# block 1

Fig. 1: block 1, placement view
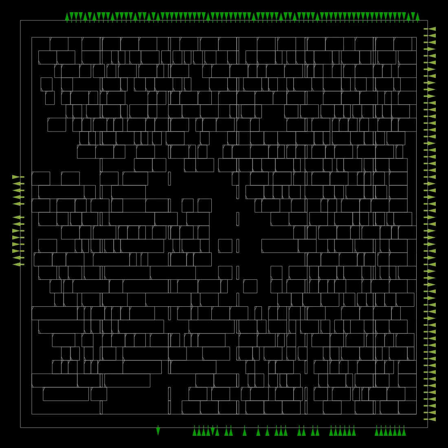
Fig. 2: block 1, sequential cells grouped by signal name
Bar = 20 um.
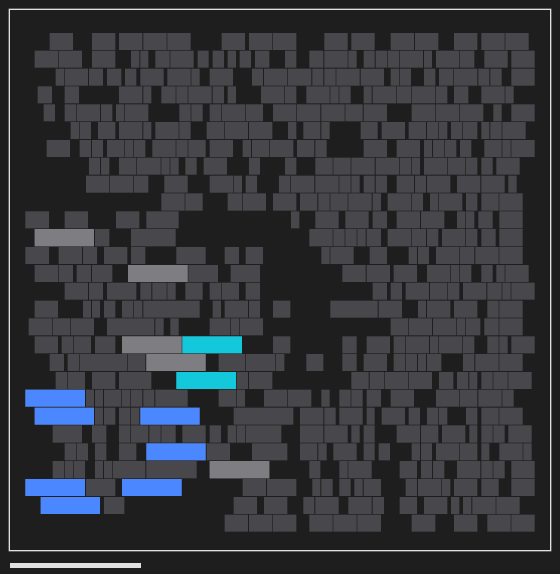
Fig. 3: block 1, cell sizes after repair
Bar = 20 um.
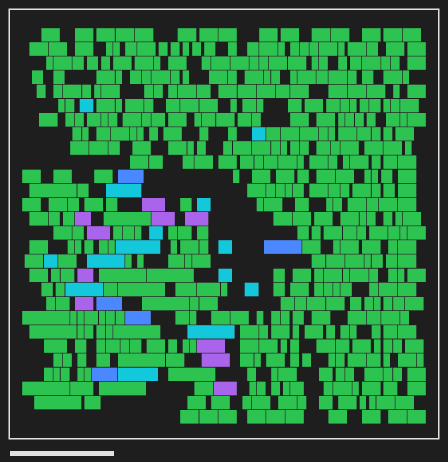
## config.mk

```make
export PLATFORM = sky130hd
export DESIGN_NAME = fpga_fifo_push_arbiter_flat
export DESIGN_NICKNAME = d
export VERILOG_FILES = /design/src/rtl/fpga_fifo_push_arbiter_if.sv /design/src/rtl/fpga_fifo_push_arbiter.sv /design/src/flat_wrapper.sv
export SDC_FILE = /design/constraint.sdc
export NUM_CORES = 1
export LEC_CHECK = 0
export CORE_MARGIN = 2
export CORE_UTILIZATION = 37
export CTS_BUF_LIST = sky130_fd_sc_hd__clkbuf_8
export DETAILED_ROUTE_END_ITERATION = 16
export PLACE_DENSITY = 0.89
export SETUP_SLACK_MARGIN = 0.05
export SLEW_MARGIN = 10
export SYNTH_ARGS = -nofsm -noshare
export SYNTH_HDL_FRONTEND = slang
export SYNTH_SLANG_ARGS = --single-unit
```

## constraint.sdc

```tcl
create_clock -name clk_i -period 4 [get_ports clk_i]
set_input_delay 0.8 -clock clk_i [delete_from_list [all_inputs] [get_ports clk_i]]
set_output_delay 0.8 -clock clk_i [all_outputs]
set_load 0.03 [all_outputs]
```

## src/rtl/fpga_fifo_push_arbiter_if.sv

```systemverilog
// Shared write-port bundle between the requesters, the push arbiter and fpga_fifo_v3.
// The master side drives requests and FIFO status; the slave side is the arbiter.

interface fpga_fifo_push_arbiter_if #(
    parameter int unsigned NUM_REQ    = 4,
    parameter int unsigned DATA_WIDTH = 32
);
    logic [NUM_REQ-1:0]            req_valid;
    logic [NUM_REQ-1:0]            req_last;
    logic [NUM_REQ*DATA_WIDTH-1:0] req_data;
    logic [NUM_REQ-1:0]            req_ready;
    logic                          fifo_full;
    logic                          fifo_push;
    logic [DATA_WIDTH-1:0]         fifo_data;
    logic                          fifo_flush;

    modport master (
        output req_valid, req_last, req_data, fifo_full,
        input  req_ready, fifo_push, fifo_data, fifo_flush
    );

    modport slave (
        input  req_valid, req_last, req_data, fifo_full,
        output req_ready, fifo_push, fifo_data, fifo_flush
    );
endinterface

```

## src/rtl/fpga_fifo_push_arbiter.sv

```systemverilog
// Packet-atomic round-robin arbiter for the write port of one fpga_fifo_v3.
// A grant is held from a packet's first beat until its last beat (or the watchdog) is pushed.

module fpga_fifo_push_arbiter #(
    parameter int unsigned  NUM_REQ    = 4,
    parameter int unsigned  DATA_WIDTH = 32,
    parameter int unsigned  MAX_BEATS  = 64,
    localparam int unsigned IdxW       = (NUM_REQ > 1) ? $clog2(NUM_REQ) : 1
) (
    input  logic                    clk_i,
    input  logic                    rst_ni,
    input  logic                    flush_i,
    fpga_fifo_push_arbiter_if.slave bus,
    output logic                    grant_valid_o,
    output logic [IdxW-1:0]         grant_idx_o,
    output logic                    timeout_o
);
    localparam int unsigned     CntW    = (MAX_BEATS > 0) ? $clog2(MAX_BEATS + 1) : 1;
    localparam logic [CntW-1:0] CntMax  = CntW'(MAX_BEATS);
    localparam logic [CntW-1:0] CntLast = (MAX_BEATS > 0) ? CntW'(MAX_BEATS - 1) : '0;
    localparam logic [IdxW-1:0] IdxLast = IdxW'(NUM_REQ - 1);

    typedef enum logic [0:0] {StIdle, StLocked} state_e;

    state_e             state_q, state_d;
    logic [IdxW-1:0]    rr_ptr_q, rr_ptr_d;
    logic [IdxW-1:0]    grant_idx_q, grant_idx_d;
    logic               grant_valid_q, grant_valid_d;
    logic               timeout_q, timeout_d;
    logic [CntW-1:0]    beat_cnt_q, beat_cnt_d;

    logic               any_valid;
    logic [IdxW-1:0]    winner;
    logic [NUM_REQ-1:0] owner_sel;
    logic               owner_valid, owner_last;
    logic               xfer, wd_fire;
    logic [IdxW-1:0]    next_ptr;

    // Descending scan leaves the lowest set index at or above rr_ptr in hi_idx and the
    // lowest set index overall in lo_idx; the latter is the wrap-around winner.
    always_comb begin
        logic            hi_found;
        logic [IdxW-1:0] hi_idx, lo_idx;
        hi_found  = 1'b0;
        any_valid = 1'b0;
        hi_idx    = '0;
        lo_idx    = '0;
        for (int k = NUM_REQ - 1; k >= 0; k--) begin
            if (bus.req_valid[k]) begin
                any_valid = 1'b1;
                lo_idx    = IdxW'(k);
                if (IdxW'(k) >= rr_ptr_q) begin
                    hi_found = 1'b1;
                    hi_idx   = IdxW'(k);
                end
            end
        end
        winner = hi_found ? hi_idx : lo_idx;
    end

    always_comb begin
        owner_sel = '0;
        for (int k = 0; k < NUM_REQ; k++) begin
            owner_sel[k] = (grant_idx_q == IdxW'(k));
        end
    end

    assign owner_valid = |(owner_sel & bus.req_valid);
    assign owner_last  = |(owner_sel & bus.req_last);

    always_comb begin
        bus.req_ready = '0;
        bus.fifo_push = 1'b0;
        bus.fifo_data = '0;
        if (state_q == StLocked) begin
            for (int k = 0; k < NUM_REQ; k++) begin
                if (owner_sel[k]) begin
                    bus.fifo_data = bus.req_data[k*DATA_WIDTH +: DATA_WIDTH];
                end
            end
            if (!flush_i && !bus.fifo_full) begin
                bus.req_ready = owner_sel;
                bus.fifo_push = owner_valid;
            end
        end
    end

    // Gated so that nothing reaches the FIFO while the arbiter is held in reset.
    assign bus.fifo_flush = flush_i & rst_ni;

    assign xfer     = bus.fifo_push;
    assign wd_fire  = (MAX_BEATS > 0) && xfer && !owner_last && (beat_cnt_q == CntLast);
    assign next_ptr = (grant_idx_q == IdxLast) ? '0 : grant_idx_q + 1'b1;

    always_comb begin
        state_d       = state_q;
        rr_ptr_d      = rr_ptr_q;
        grant_idx_d   = grant_idx_q;
        grant_valid_d = grant_valid_q;
        beat_cnt_d    = beat_cnt_q;
        timeout_d     = 1'b0;
        if (flush_i) begin
            state_d       = StIdle;
            grant_valid_d = 1'b0;
            beat_cnt_d    = '0;
        end else begin
            case (state_q)
                StIdle: begin
                    if (any_valid) begin
                        state_d       = StLocked;
                        grant_idx_d   = winner;
                        grant_valid_d = 1'b1;
                        beat_cnt_d    = '0;
                    end
                end
                StLocked: begin
                    if (xfer) begin
                        if (beat_cnt_q != CntMax) begin
                            beat_cnt_d = beat_cnt_q + 1'b1;
                        end
                        if (owner_last || wd_fire) begin
                            state_d       = StIdle;
                            grant_valid_d = 1'b0;
                            beat_cnt_d    = '0;
                            rr_ptr_d      = next_ptr;
                            timeout_d     = wd_fire;
                        end
                    end
                end
                default: begin
                    state_d       = StIdle;
                    grant_valid_d = 1'b0;
                end
            endcase
        end
    end

    always_ff @(posedge clk_i or negedge rst_ni) begin
        if (!rst_ni) begin
            state_q       <= StIdle;
            rr_ptr_q      <= '0;
            grant_idx_q   <= '0;
            grant_valid_q <= 1'b0;
            timeout_q     <= 1'b0;
            beat_cnt_q    <= '0;
        end else begin
            state_q       <= state_d;
            rr_ptr_q      <= rr_ptr_d;
            grant_idx_q   <= grant_idx_d;
            grant_valid_q <= grant_valid_d;
            timeout_q     <= timeout_d;
            beat_cnt_q    <= beat_cnt_d;
        end
    end

    assign grant_valid_o = grant_valid_q;
    assign grant_idx_o   = grant_idx_q;
    assign timeout_o     = timeout_q;

endmodule
```

## src/flat_wrapper.sv

```systemverilog
// flat-port wrapper written by rule: the top's interface ports become plain ports
module fpga_fifo_push_arbiter_flat 
#(
    parameter int unsigned  NUM_REQ    = 4,
    parameter int unsigned  DATA_WIDTH = 32,
    parameter int unsigned  MAX_BEATS  = 64,
    localparam int unsigned IdxW       = (NUM_REQ > 1) ? $clog2(NUM_REQ) : 1
)
  (clk_i, rst_ni, flush_i, grant_valid_o, grant_idx_o, timeout_o, bus_req_valid, bus_req_last, bus_req_data, bus_fifo_full, bus_req_ready, bus_fifo_push, bus_fifo_data, bus_fifo_flush);
  fpga_fifo_push_arbiter_if #(.NUM_REQ(NUM_REQ), .DATA_WIDTH(DATA_WIDTH)) bus_i ();
  input  logic clk_i;
  input  logic rst_ni;
  input  logic flush_i;
  output logic grant_valid_o;
  output logic [IdxW-1:0] grant_idx_o;
  output logic timeout_o;
  input wire logic [$bits(bus_i.req_valid)-1:0] bus_req_valid;
  input wire logic [$bits(bus_i.req_last)-1:0] bus_req_last;
  input wire logic [$bits(bus_i.req_data)-1:0] bus_req_data;
  input wire logic [$bits(bus_i.fifo_full)-1:0] bus_fifo_full;
  output wire logic [$bits(bus_i.req_ready)-1:0] bus_req_ready;
  output wire logic [$bits(bus_i.fifo_push)-1:0] bus_fifo_push;
  output wire logic [$bits(bus_i.fifo_data)-1:0] bus_fifo_data;
  output wire logic [$bits(bus_i.fifo_flush)-1:0] bus_fifo_flush;
  assign bus_i.req_valid = bus_req_valid;
  assign bus_i.req_last = bus_req_last;
  assign bus_i.req_data = bus_req_data;
  assign bus_i.fifo_full = bus_fifo_full;
  assign bus_req_ready = bus_i.req_ready;
  assign bus_fifo_push = bus_i.fifo_push;
  assign bus_fifo_data = bus_i.fifo_data;
  assign bus_fifo_flush = bus_i.fifo_flush;
  fpga_fifo_push_arbiter #(.NUM_REQ(NUM_REQ), .DATA_WIDTH(DATA_WIDTH), .MAX_BEATS(MAX_BEATS)) u_core (.clk_i(clk_i), .rst_ni(rst_ni), .flush_i(flush_i), .bus(bus_i), .grant_valid_o(grant_valid_o), .grant_idx_o(grant_idx_o), .timeout_o(timeout_o));
endmodule
```

==> impl_metrics.yaml <==
# flow metrics
global_routing:
  globalRouteMet1Util: 0.324
  use_met2: 0.459
cts:
  cts_tree: "done"
logic_synthesis:
  synthCells: 352
  synthTopCellsByCount: "nand2_1, a21oi_1, o21ai_0"
  ys_sh_aoi: 0.328
setup_path:
  crit_family: "buffers and inverters"
  critPathKind: "flip-flop to output port"
  endpoint_kind: "output port"
  r2r_end: "u_core.rr_ptr_q[1]"
routing:
  dr_wl_met3_um: 969
  postRouteAntennaNets: 0
  drcViolationCount: 0
finish:
  clockBufferCount: 4
  layout-drive-gt1-share: 0.0561
place:
  gp_congestion: 0.904
outcome:
  status: "complete, no violations"
## Picture notes: Fig. 1
# Taps: 75
registers: 14

## Picture notes: Fig. 2
blue -> u_core.beat_cnt_q  # flops 7, where south-west
cyan -> u_core.rr_ptr_q  # flops 2
not coloured = 5
Seq area share: 0.0834
register area: 350 sq um
Final Util: 0.710

## Picture notes: Fig. 3
cyan -> drive 3 to 4  # cells 14, share 2.7%
purple -> drive 2  # cells 10, share 1.9%
blue -> drive 6 and up  # cells 5, share 0.97%
green -> drive 1 or less  # cells 488, share 94%
Area Overhead vs Synth: 85.3%
final instance area: 0.00420 sq mm
bufs w/o clock: 190
final worst slack: 387 ps


# block 2

Fig. 4: block 2, signal metal coverage by tile
The die is cut into 26 by 26 equal tiles; dark blue is low, red is high, scaled to the fullest tile. Values are wire area over tile area, all layers added.
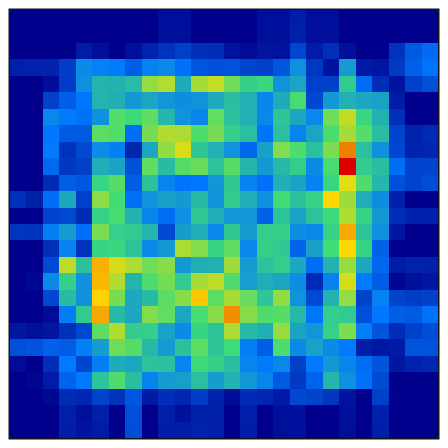
Fig. 5: block 2, clock network drawn from the DEF
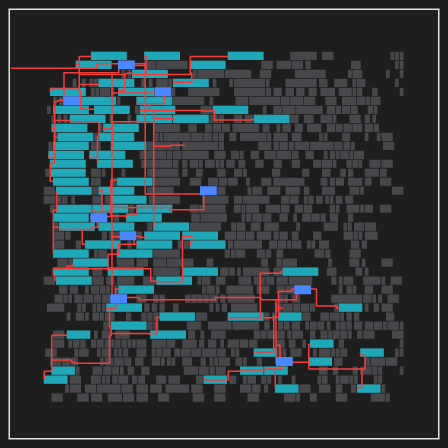
**src/rtl/pimp_pkg.sv**
```systemverilog
// Shared types and constants for the PIMP core: opcodes, run-control states,
// instruction format constants and fixed register indices.
package pimp_pkg;

  localparam int unsigned INSTR_W = 9;
  localparam logic [INSTR_W-1:0] HALT_INSTR = 9'b111_000000;

  localparam int unsigned NREGS = 8;
  localparam logic [2:0] R0_IDX = 3'd0;
  localparam logic [2:0] R1_IDX = 3'd1;
  localparam logic [2:0] R6_IDX = 3'd6;

  typedef enum logic [2:0] {
    OpAdd = 3'b000,
    OpSub = 3'b001,
    OpAnd = 3'b010,
    OpCpy = 3'b011,
    OpSh  = 3'b100,
    OpLd  = 3'b101,
    OpSt  = 3'b110,
    OpBeq = 3'b111
  } opcode_t;

  typedef enum logic [1:0] {
    StIdle,
    StRun,
    StLoadWait,
    StHalted
  } state_t;

  // Ops whose result lands in rs in the same cycle they execute.
  function automatic logic is_alu_op(opcode_t op);
    return op inside {OpAdd, OpSub, OpAnd, OpCpy, OpSh};
  endfunction

endpackage

```
**src/rtl/pimp_regfile.sv**
```systemverilog
// Eight-entry register file: rs/rt read ports, fixed r0/r1/r6 taps and one
// synchronous write port. Synchronous active-low reset clears every entry.
module pimp_regfile
  import pimp_pkg::*;
#(
  parameter int unsigned DATA_W = 8
) (
  input  logic              clk,
  input  logic              reset_n,
  input  logic [2:0]        rs_addr,
  input  logic [2:0]        rt_addr,
  output logic [DATA_W-1:0] rs_data,
  output logic [DATA_W-1:0] rt_data,
  output logic [DATA_W-1:0] r0_data,
  output logic [DATA_W-1:0] r1_data,
  output logic [DATA_W-1:0] r6_data,
  input  logic              wr_en,
  input  logic [2:0]        wr_addr,
  input  logic [DATA_W-1:0] wr_data
);

  logic [DATA_W-1:0] regs [NREGS];

  always_ff @(posedge clk) begin
    if (!reset_n) begin
      for (int i = 0; i < NREGS; i++) begin
        regs[i] <= '0;
      end
    end else if (wr_en) begin
      regs[wr_addr] <= wr_data;
    end
  end

  assign rs_data = regs[rs_addr];
  assign rt_data = regs[rt_addr];
  assign r0_data = regs[R0_IDX];
  assign r1_data = regs[R1_IDX];
  assign r6_data = regs[R6_IDX];

endmodule

```
**src/rtl/pimp_core.sv**
```systemverilog
// PIMP accumulator core with IDLE/RUN/LOAD_WAIT/HALTED run control and HALT.
// Define PIMP_ICOUNT_EN to build the saturating retired-instruction counter.
module pimp_core
  import pimp_pkg::*;
#(
  parameter int unsigned DATA_W  = 8,
  parameter int unsigned PC_W    = 8,
  parameter int unsigned DMEM_AW = 8,
  parameter int unsigned COUNT_W = 16
) (
  input  logic               CLK,
  input  logic               Reset_n,
  input  logic               Start,
  input  logic [PC_W-1:0]    Start_Addr,
  output logic [PC_W-1:0]    Imem_Addr,
  input  logic [INSTR_W-1:0] Imem_Data,
  output logic [DMEM_AW-1:0] Dmem_Addr,
  output logic               Dmem_Rd_En,
  input  logic [DATA_W-1:0]  Dmem_Rd_Data,
  output logic               Dmem_Wr_En,
  output logic [DATA_W-1:0]  Dmem_Wr_Data,
  output logic               Done,
  output logic [COUNT_W-1:0] InstrCount
);

  state_t          state_q;
  logic [PC_W-1:0] pc_q;
  logic            done_q;
  logic [2:0]      ld_rs_q;

  opcode_t    op;
  logic [2:0] rs_idx;
  logic [2:0] rt_idx;
  logic       is_halt;
  logic       run;

  assign op      = opcode_t'(Imem_Data[8:6]);
  assign rs_idx  = Imem_Data[5:3];
  assign rt_idx  = Imem_Data[2:0];
  assign is_halt = (Imem_Data == HALT_INSTR);
  assign run     = (state_q == StRun);

  logic [DATA_W-1:0] rs_data, rt_data, r0_data, r1_data, r6_data;
  logic              rf_we;
  logic [2:0]        rf_waddr;
  logic [DATA_W-1:0] rf_wdata;
  logic [DATA_W-1:0] alu;
  logic [2:0]        shamt;
  logic [PC_W-1:0]   br_off;

  pimp_regfile #(
    .DATA_W(DATA_W)
  ) u_regfile (
    .clk    (CLK),
    .reset_n(Reset_n),
    .rs_addr(rs_idx),
    .rt_addr(rt_idx),
    .rs_data(rs_data),
    .rt_data(rt_data),
    .r0_data(r0_data),
    .r1_data(r1_data),
    .r6_data(r6_data),
    .wr_en  (rf_we),
    .wr_addr(rf_waddr),
    .wr_data(rf_wdata)
  );

  // Shift distance is 1..4; rt[2] of the field selects logical right.
  assign shamt  = {1'b0, rt_idx[1:0]} + 3'd1;
  assign br_off = PC_W'($signed(Imem_Data[5:0]));

  always_comb begin
    alu = rs_data;
    case (op)
      OpAdd:   alu = rs_data + rt_data;
      OpSub:   alu = rs_data - rt_data;
      OpAnd:   alu = rs_data & rt_data;
      OpCpy:   alu = rt_data;
      OpSh:    alu = rt_idx[2] ? (rs_data >> shamt) : (rs_data << shamt);
      default: alu = rs_data;
    endcase
  end

  // Start suppresses both the RUN write-back and an in-flight load.
  always_comb begin
    rf_we    = 1'b0;
    rf_waddr = rs_idx;
    rf_wdata = alu;
    if (!Start) begin
      if (run && is_alu_op(op)) begin
        rf_we = 1'b1;
      end else if (state_q == StLoadWait) begin
        rf_we    = 1'b1;
        rf_waddr = ld_rs_q;
        rf_wdata = Dmem_Rd_Data;
      end
    end
  end

  assign Imem_Addr    = pc_q;
  assign Dmem_Addr    = r6_data[DMEM_AW-1:0];
  assign Dmem_Rd_En   = run && (op == OpLd);
  assign Dmem_Wr_En   = run && (op == OpSt) && !Start;
  assign Dmem_Wr_Data = rs_data;
  assign Done         = done_q;

  always_ff @(posedge CLK) begin
    if (!Reset_n) begin
      state_q <= StIdle;
      pc_q    <= '0;
      done_q  <= 1'b0;
      ld_rs_q <= '0;
    end else if (Start) begin
      state_q <= StRun;
      pc_q    <= Start_Addr;
      done_q  <= 1'b0;
    end else begin
      case (state_q)
        StIdle: ;
        StRun: begin
          if (is_halt) begin
            state_q <= StHalted;
            done_q  <= 1'b1;
          end else if (op == OpLd) begin
            state_q <= StLoadWait;
            ld_rs_q <= rs_idx;
          end else if ((op == OpBeq) && (r0_data == r1_data)) begin
            pc_q <= pc_q + br_off;
          end else begin
            pc_q <= pc_q + PC_W'(1);
          end
        end
        StLoadWait: begin
          state_q <= StRun;
          pc_q    <= pc_q + PC_W'(1);
        end
        StHalted: ;
        default: state_q <= StIdle;
      endcase
    end
  end

`ifdef PIMP_ICOUNT_EN
  logic               retire;
  logic [COUNT_W-1:0] icount_q;

  assign retire = !Start &&
                  ((run && !is_halt && (op != OpLd)) || (state_q == StLoadWait));

  always_ff @(posedge CLK) begin
    if (!Reset_n || Start) begin
      icount_q <= '0;
    end else if (retire && (icount_q != '1)) begin
      icount_q <= icount_q + COUNT_W'(1);
    end
  end

  assign InstrCount = icount_q;
`else
  assign InstrCount = '0;
`endif

endmodule

```
**config.mk**
```make
export PLATFORM = sky130hd
export DESIGN_NAME = pimp_core
export DESIGN_NICKNAME = d
export VERILOG_FILES = /design/src/rtl/pimp_pkg.sv /design/src/rtl/pimp_regfile.sv /design/src/rtl/pimp_core.sv
export SDC_FILE = /design/constraint.sdc
export NUM_CORES = 1
export LEC_CHECK = 0
export CAP_MARGIN = 15
export CORE_MARGIN = 10
export CORE_UTILIZATION = 54
export CTS_BUF_LIST = sky130_fd_sc_hd__clkbuf_8
export CTS_CLUSTER_SIZE = 25
export DETAILED_ROUTE_END_ITERATION = 8
export PLACE_DENSITY_LB_ADDON = 0.15
export REMOVE_ABC_BUFFERS = 1
export SLEW_MARGIN = 20
export SYNTH_ARGS = -nofsm -noshare
export SYNTH_HDL_FRONTEND = slang
export SYNTH_SLANG_ARGS = --single-unit
```
**constraint.sdc**
```tcl
create_clock -name CLK -period 4.7 [get_ports CLK]
set_clock_uncertainty 0.1 [all_clocks]
set_input_delay 0.94 -clock CLK [delete_from_list [all_inputs] [get_ports CLK]]
set_output_delay 0.94 -clock CLK [all_outputs]
set_load 0.01 [all_outputs]
```
==> impl_metrics.yaml <==
# flow metrics
outcome:
  status: "complete, no violations"
global_routing:
  globalRouteMet1Util: 0.342
  grt-ovfl-total: 0
logic_synthesis:
  yosysTopAreaCell: "edfxtp_1"
  yosys_area_sq_mm: 0.00647
  mux_area_frac: 0.189
  ys_sh_aoi: 0.157
routing:
  num_vias: 6067
  met1_length_mm: 8.90
  dr.pass1.iters: 6
  drcViolationCount: 0
  met2_length_mm: 9.80
  drt-initial-drc-count: 818
  routed_wl_mm: 21.6
setup_path:
  max_stage_delay_ps: 570
  critPathKind: "primary input to flip-flop"
  cp.depth: 14
power:
  pg_comb_uw: 739
  leakage_nw: 3.04
hold_path:
  hold_start: "Done"
finish:
  sh_seq_area: 0.282
  regArea_sq_mm: 0.00220
  final_core_util: 0.676
timing:
  rsz0062_at_grt: "false"
  period_needed_ps: 4410
die:
  die-area_sq_mm: 0.0168
  taps: 143
  die_y_um: 129
## Picture notes: Fig. 4
mean over tiles = 0.22
nearly empty tiles = 18%
tiles over half the peak = 14%
densest ninth of the die = centre
fullest tile = 0.86
wire per inst: 23.6 um
Total Routing Usage GR: 0.258

## Picture notes: Fig. 5
blue -> cells driving clock nets  # count 9
cyan -> flip-flops  # count 78
red -> clock wires  # length 1090 um
routed clock nets = 10
clk ins delay skew pair: 380 ps
Clk pwr share: 0.248
P_clk: 512 uW


# block 3

Fig. 6: block 3, signal metal coverage by tile
The die is cut into 22 by 22 equal tiles; dark blue is low, red is high, scaled to the fullest tile. Values are wire area over tile area, all layers added.
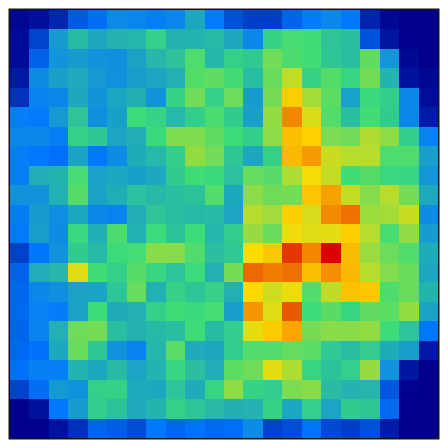
Fig. 7: block 3, placement view
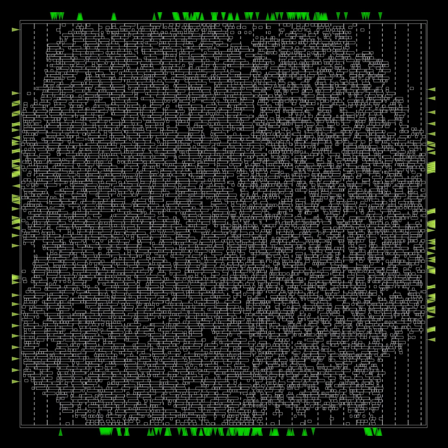
### src/rtl/rob_pkg.sv
// Shared types for the reorder buffer: entry layout, instruction classes and
// exception codes.
package rob_pkg;

  // Storage width of the data/address fields held in each entry.
  localparam int RV_XLEN = 32;

  typedef enum logic [2:0] {
    IT_ALU    = 3'd0,
    IT_MUL    = 3'd1,
    IT_LOAD   = 3'd2,
    IT_STORE  = 3'd3,
    IT_BRANCH = 3'd4
  } instr_type_e;

  localparam logic [2:0] EXC_NONE    = 3'd0;
  localparam logic [2:0] EXC_ITLB    = 3'd1;
  localparam logic [2:0] EXC_DTLB    = 3'd2;
  localparam logic [2:0] EXC_ILLEGAL = 3'd3;

  typedef struct packed {
    logic [RV_XLEN-1:0] pc;
    logic [RV_XLEN-1:0] addr_miss;
    logic [RV_XLEN-1:0] value;
    logic [4:0]         rd;
    logic               valid;
    logic               complete;
    logic [2:0]         exception;
    instr_type_e        instr_type;
  } rob_entry_t;

  // True when an exception code reports a fault.
  function automatic logic exc_pending(input logic [2:0] code);
    return code != EXC_NONE;
  endfunction

endpackage

### src/rtl/rob_multiport_if.sv
// Bundle of allocate / complete / commit / status signals of the reorder
// buffer. The ROB uses the slave view; decode, execute and the commit
// consumer together form the master view.
interface rob_multiport_if #(
  parameter int DEPTH   = 16,
  parameter int NUM_CPL = 2,
  parameter int XLEN    = 32
);
  localparam int IDX_W = $clog2(DEPTH);

  logic                     alloc_valid;
  logic [XLEN-1:0]          alloc_pc;
  logic [XLEN-1:0]          alloc_addr_miss;
  logic [4:0]               alloc_rd;
  logic [2:0]               alloc_instr_type;
  logic                     stall;
  logic                     alloc_ready;
  logic [IDX_W-1:0]         alloc_idx;

  logic [NUM_CPL-1:0]       cpl_valid;
  logic [NUM_CPL*IDX_W-1:0] cpl_idx;
  logic [NUM_CPL*XLEN-1:0]  cpl_value;
  logic [NUM_CPL*3-1:0]     cpl_exception;

  logic                     commit_valid;
  logic                     commit_ready;
  logic [IDX_W-1:0]         commit_idx;
  logic [XLEN-1:0]          commit_pc;
  logic [XLEN-1:0]          commit_addr_miss;
  logic [XLEN-1:0]          commit_value;
  logic [4:0]               commit_rd;
  logic [2:0]               commit_exception;
  logic [2:0]               commit_instr_type;

  logic                     flush;
  logic                     full;
  logic                     empty;
  logic [IDX_W:0]           count;

  modport master (
    output alloc_valid, alloc_pc, alloc_addr_miss, alloc_rd, alloc_instr_type, stall,
    input  alloc_ready, alloc_idx,
    output cpl_valid, cpl_idx, cpl_value, cpl_exception,
    input  commit_valid, commit_idx, commit_pc, commit_addr_miss, commit_value,
    input  commit_rd, commit_exception, commit_instr_type,
    output commit_ready,
    input  flush, full, empty, count
  );

  modport slave (
    input  alloc_valid, alloc_pc, alloc_addr_miss, alloc_rd, alloc_instr_type, stall,
    output alloc_ready, alloc_idx,
    input  cpl_valid, cpl_idx, cpl_value, cpl_exception,
    output commit_valid, commit_idx, commit_pc, commit_addr_miss, commit_value,
    output commit_rd, commit_exception, commit_instr_type,
    input  commit_ready,
    output flush, full, empty, count
  );

endinterface

### src/rtl/rob_multiport_chk.sv
// Simulation checks for the reorder buffer completion ports.
module rob_multiport_chk #(
  parameter int NUM_CPL = 2,
  parameter int IDX_W   = 4
) (
  input logic                     clk,
  input logic                     reset,
  input logic [NUM_CPL-1:0]       cpl_valid,
  input logic [NUM_CPL*IDX_W-1:0] cpl_idx
);

  logic collision_s;

  // Detect two active completion ports aimed at the same entry.
  always_comb begin
    collision_s = 1'b0;
    for (int p = 0; p < NUM_CPL; p++) begin
      for (int q = p + 1; q < NUM_CPL; q++) begin
        if (cpl_valid[p] && cpl_valid[q] &&
            (cpl_idx[p*IDX_W +: IDX_W] == cpl_idx[q*IDX_W +: IDX_W])) begin
          collision_s = 1'b1;
        end else begin
          collision_s = collision_s;
        end
      end
    end
  end

  // Flag same-index completions; the highest-numbered port is the one kept.
  always_ff @(posedge clk) begin
    if (!reset) begin
      cpl_collision: assert (!collision_s)
        else $warning("rob_multiport: completion ports collided on one entry, highest port kept");
    end
  end

endmodule

### src/rtl/rob_ptr_wrap.sv
// Modulo-DEPTH pointer increment; DEPTH need not be a power of two.
module rob_ptr_wrap #(
  parameter  int DEPTH = 16,
  localparam int IDX_W = $clog2(DEPTH)
) (
  input  logic [IDX_W-1:0] ptr,
  output logic [IDX_W-1:0] ptr_nxt
);

  // Advance by one, wrapping the last entry back to zero.
  always_comb begin
    if (ptr == IDX_W'(DEPTH - 1)) begin
      ptr_nxt = '0;
    end else begin
      ptr_nxt = ptr + IDX_W'(1);
    end
  end

endmodule

### src/rtl/rob_multiport.sv
// In-order-commit reorder buffer with NUM_CPL completion ports. Decode
// allocates at the tail, completions mark entries out of order, and the head
// retires through a valid/ready handshake. An excepting head is reported once
// and then the whole buffer is flushed.
module rob_multiport
  import rob_pkg::*;
#(
  parameter int DEPTH   = 16,
  parameter int NUM_CPL = 2,
  parameter int XLEN    = RV_XLEN
) (
  input logic             clk,
  input logic             reset,
  rob_multiport_if.slave  rob
);

  localparam int IDX_W = $clog2(DEPTH);

  localparam logic [0:0] ST_RUN         = 1'b0;
  localparam logic [0:0] ST_FLUSH_PULSE = 1'b1;

  rob_entry_t       entries_r [DEPTH];
  logic [IDX_W-1:0] head_r;
  logic [IDX_W-1:0] tail_r;
  logic [IDX_W:0]   count_r;
  logic [0:0]       state_r;

  logic [IDX_W-1:0] head_nxt_s;
  logic [IDX_W-1:0] tail_nxt_s;
  rob_entry_t       head_s;
  logic             commit_valid_s;
  logic             commit_fire_s;
  logic             flush_now_s;
  logic             alloc_fire_s;
  logic             alloc_ready_s;
  logic             full_s;
  logic             empty_s;
  logic [NUM_CPL-1:0] cpl_hit_s;
  logic [IDX_W-1:0] cpl_idx_s [NUM_CPL];

  rob_ptr_wrap #(.DEPTH(DEPTH)) u_head_wrap (.ptr(head_r), .ptr_nxt(head_nxt_s));
  rob_ptr_wrap #(.DEPTH(DEPTH)) u_tail_wrap (.ptr(tail_r), .ptr_nxt(tail_nxt_s));

  rob_multiport_chk #(.NUM_CPL(NUM_CPL), .IDX_W(IDX_W)) u_chk (
    .clk       (clk),
    .reset     (reset),
    .cpl_valid (rob.cpl_valid),
    .cpl_idx   (rob.cpl_idx)
  );

  // Head view, occupancy flags and the handshake decisions for this cycle.
  // Allocation readiness uses the registered count, so a commit freeing the
  // last slot cannot be paired with an allocation in the same cycle.
  always_comb begin
    head_s         = entries_r[head_r];
    commit_valid_s = head_s.valid && head_s.complete;
    full_s         = (count_r == (IDX_W + 1)'(DEPTH));
    empty_s        = (count_r == '0);
    alloc_ready_s  = !full_s && !rob.stall &&
                     !(commit_valid_s && exc_pending(head_s.exception));
    commit_fire_s  = commit_valid_s && rob.commit_ready;
    flush_now_s    = commit_fire_s && exc_pending(head_s.exception);
    alloc_fire_s   = rob.alloc_valid && alloc_ready_s;
  end

  // A completion only lands on a live entry that has not completed yet.
  always_comb begin
    for (int p = 0; p < NUM_CPL; p++) begin
      cpl_idx_s[p] = rob.cpl_idx[p*IDX_W +: IDX_W];
      if (rob.cpl_valid[p] && (int'(cpl_idx_s[p]) < DEPTH)) begin
        cpl_hit_s[p] = entries_r[cpl_idx_s[p]].valid && !entries_r[cpl_idx_s[p]].complete;
      end else begin
        cpl_hit_s[p] = 1'b0;
      end
    end
  end

  // Entry storage: flush clears everything, otherwise merge completions
  // (later ports overwrite earlier ones), retire the head and fill the tail.
  always_ff @(posedge clk) begin
    if (reset || flush_now_s) begin
      for (int i = 0; i < DEPTH; i++) begin
        entries_r[i] <= '0;
      end
    end else begin
      for (int p = 0; p < NUM_CPL; p++) begin
        if (cpl_hit_s[p]) begin
          entries_r[cpl_idx_s[p]].value     <= RV_XLEN'(rob.cpl_value[p*XLEN +: XLEN]);
          entries_r[cpl_idx_s[p]].exception <= rob.cpl_exception[p*3 +: 3];
          entries_r[cpl_idx_s[p]].complete  <= 1'b1;
        end
      end
      if (commit_fire_s) begin
        entries_r[head_r].valid    <= 1'b0;
        entries_r[head_r].complete <= 1'b0;
      end
      if (alloc_fire_s) begin
        entries_r[tail_r] <= '{
          pc:         RV_XLEN'(rob.alloc_pc),
          addr_miss:  RV_XLEN'(rob.alloc_addr_miss),
          value:      '0,
          rd:         rob.alloc_rd,
          valid:      1'b1,
          complete:   1'b0,
          exception:  EXC_NONE,
          instr_type: instr_type_e'(rob.alloc_instr_type)
        };
      end
    end
  end

  // Head/tail pointers and occupancy count.
  always_ff @(posedge clk) begin
    if (reset || flush_now_s) begin
      head_r  <= '0;
      tail_r  <= '0;
      count_r <= '0;
    end else begin
      if (commit_fire_s) begin
        head_r <= head_nxt_s;
      end
      if (alloc_fire_s) begin
        tail_r <= tail_nxt_s;
      end
      case ({alloc_fire_s, commit_fire_s})
        2'b10:   count_r <= count_r + (IDX_W + 1)'(1);
        2'b01:   count_r <= count_r - (IDX_W + 1)'(1);
        default: count_r <= count_r;
      endcase
    end
  end

  // Flush FSM: one FLUSH_PULSE cycle after an exception retires.
  always_ff @(posedge clk) begin
    if (reset) begin
      state_r <= ST_RUN;
    end else begin
      case (state_r)
        ST_RUN:         state_r <= flush_now_s ? ST_FLUSH_PULSE : ST_RUN;
        ST_FLUSH_PULSE: state_r <= ST_RUN;
        default:        state_r <= ST_RUN;
      endcase
    end
  end

  // Drive the interface; commit data reads as zero unless the head can retire.
  always_comb begin
    rob.alloc_ready       = alloc_ready_s;
    rob.alloc_idx         = tail_r;
    rob.commit_valid      = commit_valid_s;
    rob.commit_idx        = commit_valid_s ? head_r : '0;
    rob.commit_pc         = commit_valid_s ? XLEN'(head_s.pc) : '0;
    rob.commit_addr_miss  = commit_valid_s ? XLEN'(head_s.addr_miss) : '0;
    rob.commit_value      = commit_valid_s ? XLEN'(head_s.value) : '0;
    rob.commit_rd         = commit_valid_s ? head_s.rd : 5'd0;
    rob.commit_exception  = commit_valid_s ? head_s.exception : 3'd0;
    rob.commit_instr_type = commit_valid_s ? head_s.instr_type : 3'd0;
    rob.flush             = (state_r == ST_FLUSH_PULSE);
    rob.full              = full_s;
    rob.empty             = empty_s;
    rob.count             = count_r;
  end

endmodule

### src/flat_wrapper.sv
// flat-port wrapper written by rule: the top's interface ports become plain ports
module rob_multiport_flat import rob_pkg::*;
#(
  parameter int DEPTH   = 16,
  parameter int NUM_CPL = 2,
  parameter int XLEN    = RV_XLEN
)
  (clk, reset, rob_alloc_valid, rob_alloc_pc, rob_alloc_addr_miss, rob_alloc_rd, rob_alloc_instr_type, rob_stall, rob_alloc_ready, rob_alloc_idx, rob_cpl_valid, rob_cpl_idx, rob_cpl_value, rob_cpl_exception, rob_commit_valid, rob_commit_idx, rob_commit_pc, rob_commit_addr_miss, rob_commit_value, rob_commit_rd, rob_commit_exception, rob_commit_instr_type, rob_commit_ready, rob_flush, rob_full, rob_empty, rob_count);
  rob_multiport_if #(.DEPTH(DEPTH), .NUM_CPL(NUM_CPL), .XLEN(XLEN)) rob_i ();
  input logic clk;
  input logic reset;
  input wire logic [$bits(rob_i.alloc_valid)-1:0] rob_alloc_valid;
  input wire logic [$bits(rob_i.alloc_pc)-1:0] rob_alloc_pc;
  input wire logic [$bits(rob_i.alloc_addr_miss)-1:0] rob_alloc_addr_miss;
  input wire logic [$bits(rob_i.alloc_rd)-1:0] rob_alloc_rd;
  input wire logic [$bits(rob_i.alloc_instr_type)-1:0] rob_alloc_instr_type;
  input wire logic [$bits(rob_i.stall)-1:0] rob_stall;
  output wire logic [$bits(rob_i.alloc_ready)-1:0] rob_alloc_ready;
  output wire logic [$bits(rob_i.alloc_idx)-1:0] rob_alloc_idx;
  input wire logic [$bits(rob_i.cpl_valid)-1:0] rob_cpl_valid;
  input wire logic [$bits(rob_i.cpl_idx)-1:0] rob_cpl_idx;
  input wire logic [$bits(rob_i.cpl_value)-1:0] rob_cpl_value;
  input wire logic [$bits(rob_i.cpl_exception)-1:0] rob_cpl_exception;
  output wire logic [$bits(rob_i.commit_valid)-1:0] rob_commit_valid;
  output wire logic [$bits(rob_i.commit_idx)-1:0] rob_commit_idx;
  output wire logic [$bits(rob_i.commit_pc)-1:0] rob_commit_pc;
  output wire logic [$bits(rob_i.commit_addr_miss)-1:0] rob_commit_addr_miss;
  output wire logic [$bits(rob_i.commit_value)-1:0] rob_commit_value;
  output wire logic [$bits(rob_i.commit_rd)-1:0] rob_commit_rd;
  output wire logic [$bits(rob_i.commit_exception)-1:0] rob_commit_exception;
  output wire logic [$bits(rob_i.commit_instr_type)-1:0] rob_commit_instr_type;
  input wire logic [$bits(rob_i.commit_ready)-1:0] rob_commit_ready;
  output wire logic [$bits(rob_i.flush)-1:0] rob_flush;
  output wire logic [$bits(rob_i.full)-1:0] rob_full;
  output wire logic [$bits(rob_i.empty)-1:0] rob_empty;
  output wire logic [$bits(rob_i.count)-1:0] rob_count;
  assign rob_i.alloc_valid = rob_alloc_valid;
  assign rob_i.alloc_pc = rob_alloc_pc;
  assign rob_i.alloc_addr_miss = rob_alloc_addr_miss;
  assign rob_i.alloc_rd = rob_alloc_rd;
  assign rob_i.alloc_instr_type = rob_alloc_instr_type;
  assign rob_i.stall = rob_stall;
  assign rob_alloc_ready = rob_i.alloc_ready;
  assign rob_alloc_idx = rob_i.alloc_idx;
  assign rob_i.cpl_valid = rob_cpl_valid;
  assign rob_i.cpl_idx = rob_cpl_idx;
  assign rob_i.cpl_value = rob_cpl_value;
  assign rob_i.cpl_exception = rob_cpl_exception;
  assign rob_commit_valid = rob_i.commit_valid;
  assign rob_commit_idx = rob_i.commit_idx;
  assign rob_commit_pc = rob_i.commit_pc;
  assign rob_commit_addr_miss = rob_i.commit_addr_miss;
  assign rob_commit_value = rob_i.commit_value;
  assign rob_commit_rd = rob_i.commit_rd;
  assign rob_commit_exception = rob_i.commit_exception;
  assign rob_commit_instr_type = rob_i.commit_instr_type;
  assign rob_i.commit_ready = rob_commit_ready;
  assign rob_flush = rob_i.flush;
  assign rob_full = rob_i.full;
  assign rob_empty = rob_i.empty;
  assign rob_count = rob_i.count;
  rob_multiport #(.DEPTH(DEPTH), .NUM_CPL(NUM_CPL), .XLEN(XLEN)) u_core (.clk(clk), .reset(reset), .rob(rob_i));
endmodule
### config.mk
export PLATFORM = sky130hd
export DESIGN_NAME = rob_multiport_flat
export DESIGN_NICKNAME = d
export VERILOG_FILES = /design/src/rtl/rob_pkg.sv /design/src/rtl/rob_multiport_if.sv /design/src/rtl/rob_multiport_chk.sv /design/src/rtl/rob_ptr_wrap.sv /design/src/rtl/rob_multiport.sv /design/src/flat_wrapper.sv
export SDC_FILE = /design/constraint.sdc
export NUM_CORES = 2
export LEC_CHECK = 0
export CORE_UTILIZATION = 46
export CTS_BUF_LIST = sky130_fd_sc_hd__clkbuf_4
export DETAILED_ROUTE_END_ITERATION = 7
export PLACE_DENSITY_LB_ADDON = 0.08
export SLEW_MARGIN = 10
export SYNTH_ARGS = -nofsm -noshare
export SYNTH_HDL_FRONTEND = slang
export SYNTH_SLANG_ARGS = --single-unit
export TNS_END_PERCENT = 50
### constraint.sdc
create_clock -name clk -period 8.4 [get_ports clk]
set_input_delay 1.68 -clock clk [delete_from_list [all_inputs] [get_ports clk]]
set_output_delay 1.68 -clock clk [all_outputs]
set_load 0.005 [all_outputs]
==> impl_metrics.yaml <==
# flow metrics
cts:
  cts_tree: "done"
  cts_setup_buffers: 0
finish:
  layout-drive-gt1-share: 0.250
  lay_top_cells: "and2_1, edfxtp_1, clkbuf_4"
  syn2layout_area_growth_pct: 12.2
  largest_register_ff_count: 1744
outcome:
  status: "complete, no violations"
place:
  gp_congestion: 0.838
power:
  power_mw: 18.0
  p_per_area_mw_per_mm2: 186
  netSwitchingPower_mw: 4.33
logic_synthesis:
  ff_type: "edfxtp_1"
  top_cell: "and2_1"
  xor_area_frac: 0.000708
  syn_area_per_cell_sq_um: 12.5
  ys_seq_elements: 1762
global_routing:
  grt.total_usage: 0.309
timing:
  skew_ps: 126
  rsz0062_at_grt: "false"
  fin_hold_ws_ps: 479
routing:
  drt-initial-drc-count: 5708
setup_path:
  critPathKind: "flip-flop to output port"
About Fig. 6:
mean over tiles = 0.26
fullest tile = 0.61
densest ninth of the die = east
nearly empty tiles = 3.9%
tiles over half the peak = 32%
routed vias: 60673
WL final: 298 mm

About Fig. 7:
registers: 1762
Rows: 158


# block 4

Fig. 8: block 4, clock network drawn from the DEF
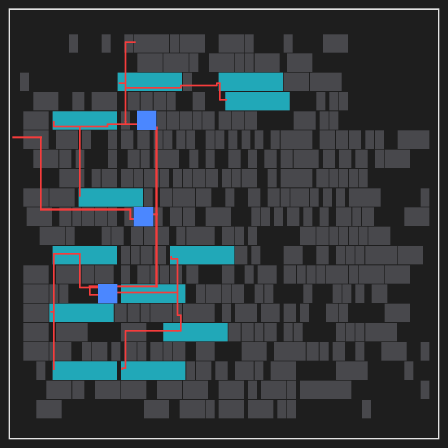
Fig. 9: block 4, sequential cells grouped by signal name
Bar = 20 um.
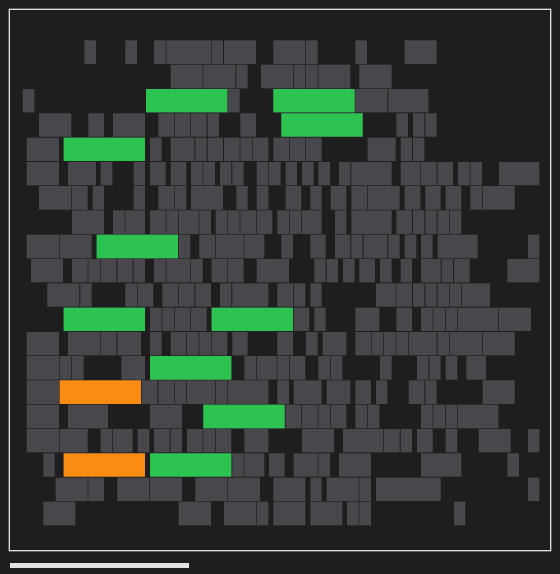
<file path="config.mk">
export PLATFORM = sky130hd
export DESIGN_NAME = fetch_unit_flat
export DESIGN_NICKNAME = d
export VERILOG_FILES = /design/src/rtl/fetch_unit_if.sv /design/src/rtl/fetch_unit.sv /design/src/flat_wrapper.sv
export SDC_FILE = /design/constraint.sdc
export NUM_CORES = 1
export LEC_CHECK = 0
export ABC_AREA = 1
export CAP_MARGIN = 25
export CORE_MARGIN = 1
export CORE_UTILIZATION = 47
export DETAILED_ROUTE_END_ITERATION = 12
export HOLD_SLACK_MARGIN = 0.08
export PLACE_DENSITY = 0.89
export SYNTH_ARGS = -nofsm -noshare
export SYNTH_HDL_FRONTEND = slang
export SYNTH_SLANG_ARGS = --single-unit
</file>
<file path="constraint.sdc">
create_clock -name Clk -period 4.6 [get_ports Clk]
set_input_delay 0.92 -clock Clk [delete_from_list [all_inputs] [get_ports Clk]]
set_output_delay 0.92 -clock Clk [all_outputs]
set_load 0.03 [all_outputs]
</file>
<file path="src/rtl/fetch_unit_if.sv">
// fetch_unit_if: control inputs and PC/status outputs of the fetch unit.
interface fetch_unit_if;
   logic        Start;
   logic [9:0]  StartAddr;
   logic        Hold;
   logic        Ack;
   logic        Jump;
   logic        BranchEn;
   logic        BOLEn;
   logic        Cond;
   logic [9:0]  Target;
   logic [7:0]  Offset;
   logic [9:0]  ProgCtr;
   logic        Busy;
   logic        Done;
   logic [15:0] CycleCnt;
   modport master (
      output Start, StartAddr, Hold, Ack, Jump, BranchEn, BOLEn, Cond, Target, Offset,
      input  ProgCtr, Busy, Done, CycleCnt
   );
   modport slave (
      input  Start, StartAddr, Hold, Ack, Jump, BranchEn, BOLEn, Cond, Target, Offset,
      output ProgCtr, Busy, Done, CycleCnt
   );
endinterface

</file>
<file path="src/rtl/fetch_unit.sv">
// fetch_unit: IDLE/RUN/DONE program counter sequencer with jump and branch redirects.
// Define FETCH_CYCLE_CNT_EN to build the saturating executed-cycle counter.
module fetch_unit (
   input  logic         Clk,
   input  logic         Reset,
   fetch_unit_if.slave  f
);
   typedef enum logic [1:0] {IDLE, RUN, DONE} state_t;
   state_t     state_q, state_d;
   logic [9:0] pc_q, pc_d;
   logic       launch;
   assign launch = (state_q == IDLE || state_q == DONE) && f.Start;
   always_comb begin
      state_d = state_q;
      pc_d    = pc_q;
      case (state_q)
         IDLE, DONE: begin
            if (f.Start) begin
               state_d = RUN;
               pc_d    = f.StartAddr;
            end
         end
         RUN: begin
            if (f.Ack)
               state_d = DONE;
            else if (f.Hold)
               pc_d = pc_q;
            else if (f.Jump)
               pc_d = f.Target;
            else if (f.BranchEn && f.Cond)
               pc_d = f.BOLEn ? pc_q + {{2{f.Offset[7]}}, f.Offset} : f.Target;
            else
               pc_d = pc_q + 10'd1;
         end
         default: state_d = IDLE;
      endcase
   end
   always_ff @(posedge Clk or negedge Reset) begin
      if (!Reset) begin
         state_q <= IDLE;
         pc_q    <= '0;
      end else begin
         state_q <= state_d;
         pc_q    <= pc_d;
      end
   end
   assign f.ProgCtr = pc_q;
   assign f.Busy    = (state_q == RUN);
   assign f.Done    = (state_q == DONE);
`ifdef FETCH_CYCLE_CNT_EN
   logic [15:0] cnt_q, cnt_d;
   always_comb begin
      cnt_d = launch ? 16'd0
            : (state_q == RUN && cnt_q != 16'hFFFF) ? cnt_q + 16'd1
            : cnt_q;
   end
   always_ff @(posedge Clk or negedge Reset) begin
      if (!Reset)
         cnt_q <= '0;
      else
         cnt_q <= cnt_d;
   end
   assign f.CycleCnt = cnt_q;
`else
   logic unused_launch;
   assign unused_launch = launch;
   assign f.CycleCnt    = '0;
`endif
endmodule

</file>
<file path="src/flat_wrapper.sv">
// flat-port wrapper written by rule: the top's interface ports become plain ports
module fetch_unit_flat 
  (Clk, Reset, f_Start, f_StartAddr, f_Hold, f_Ack, f_Jump, f_BranchEn, f_BOLEn, f_Cond, f_Target, f_Offset, f_ProgCtr, f_Busy, f_Done, f_CycleCnt);
  fetch_unit_if f_i ();
  input  logic Clk;
  input  logic Reset;
  input wire logic [$bits(f_i.Start)-1:0] f_Start;
  input wire logic [$bits(f_i.StartAddr)-1:0] f_StartAddr;
  input wire logic [$bits(f_i.Hold)-1:0] f_Hold;
  input wire logic [$bits(f_i.Ack)-1:0] f_Ack;
  input wire logic [$bits(f_i.Jump)-1:0] f_Jump;
  input wire logic [$bits(f_i.BranchEn)-1:0] f_BranchEn;
  input wire logic [$bits(f_i.BOLEn)-1:0] f_BOLEn;
  input wire logic [$bits(f_i.Cond)-1:0] f_Cond;
  input wire logic [$bits(f_i.Target)-1:0] f_Target;
  input wire logic [$bits(f_i.Offset)-1:0] f_Offset;
  output wire logic [$bits(f_i.ProgCtr)-1:0] f_ProgCtr;
  output wire logic [$bits(f_i.Busy)-1:0] f_Busy;
  output wire logic [$bits(f_i.Done)-1:0] f_Done;
  output wire logic [$bits(f_i.CycleCnt)-1:0] f_CycleCnt;
  assign f_i.Start = f_Start;
  assign f_i.StartAddr = f_StartAddr;
  assign f_i.Hold = f_Hold;
  assign f_i.Ack = f_Ack;
  assign f_i.Jump = f_Jump;
  assign f_i.BranchEn = f_BranchEn;
  assign f_i.BOLEn = f_BOLEn;
  assign f_i.Cond = f_Cond;
  assign f_i.Target = f_Target;
  assign f_i.Offset = f_Offset;
  assign f_ProgCtr = f_i.ProgCtr;
  assign f_Busy = f_i.Busy;
  assign f_Done = f_i.Done;
  assign f_CycleCnt = f_i.CycleCnt;
  fetch_unit u_core (.Clk(Clk), .Reset(Reset), .f(f_i));
endmodule
</file>
==> impl_metrics.yaml <==
# flow metrics
cts:
  cts_hold_buffers: 0
  clk_pin_slew_ps: 80
  numCtsBuffers: 3
finish:
  fin_cells: 349
  nNetsFinal: 354
  diodes: 0
  num-nonclk-buffers: 48
  syn2layout_area_growth_pct: 29.9
die:
  core-area_sq_mm: 0.00315
  die-area_sq_mm: 0.00366
  die_y_um: 60.5
outcome:
  status: "complete, no violations"
logic_synthesis:
  synthCells: 259
setup_path:
  crit_end: "f_Busy"
  endpoint_kind: "output port"
global_routing:
  antenna_found_initial: 0
routing:
  maxUsedRoutingLayer: "met4"
  dr_wl_met3_um: 335
place:
  dpl.hpwl_mm: 3.31
## Picture notes: Fig. 8
cyan -> flip-flops  # count 12
red -> clock wires  # length 188 um
blue -> cells driving clock nets  # count 3
routed clock nets = 4
Clk pwr share: 0.076
Worst Skew: 2.31 ps
P_clk: 87.6 uW

## Picture notes: Fig. 9
orange -> u_core.state_q  # flops 2
green -> u_core.f.ProgCtr  # flops 10
Final Util: 0.662
seq pwr: 252 uW
register area: 300 sq um


Power figures rest on the tool's default switching activity, not on a simulated workload.
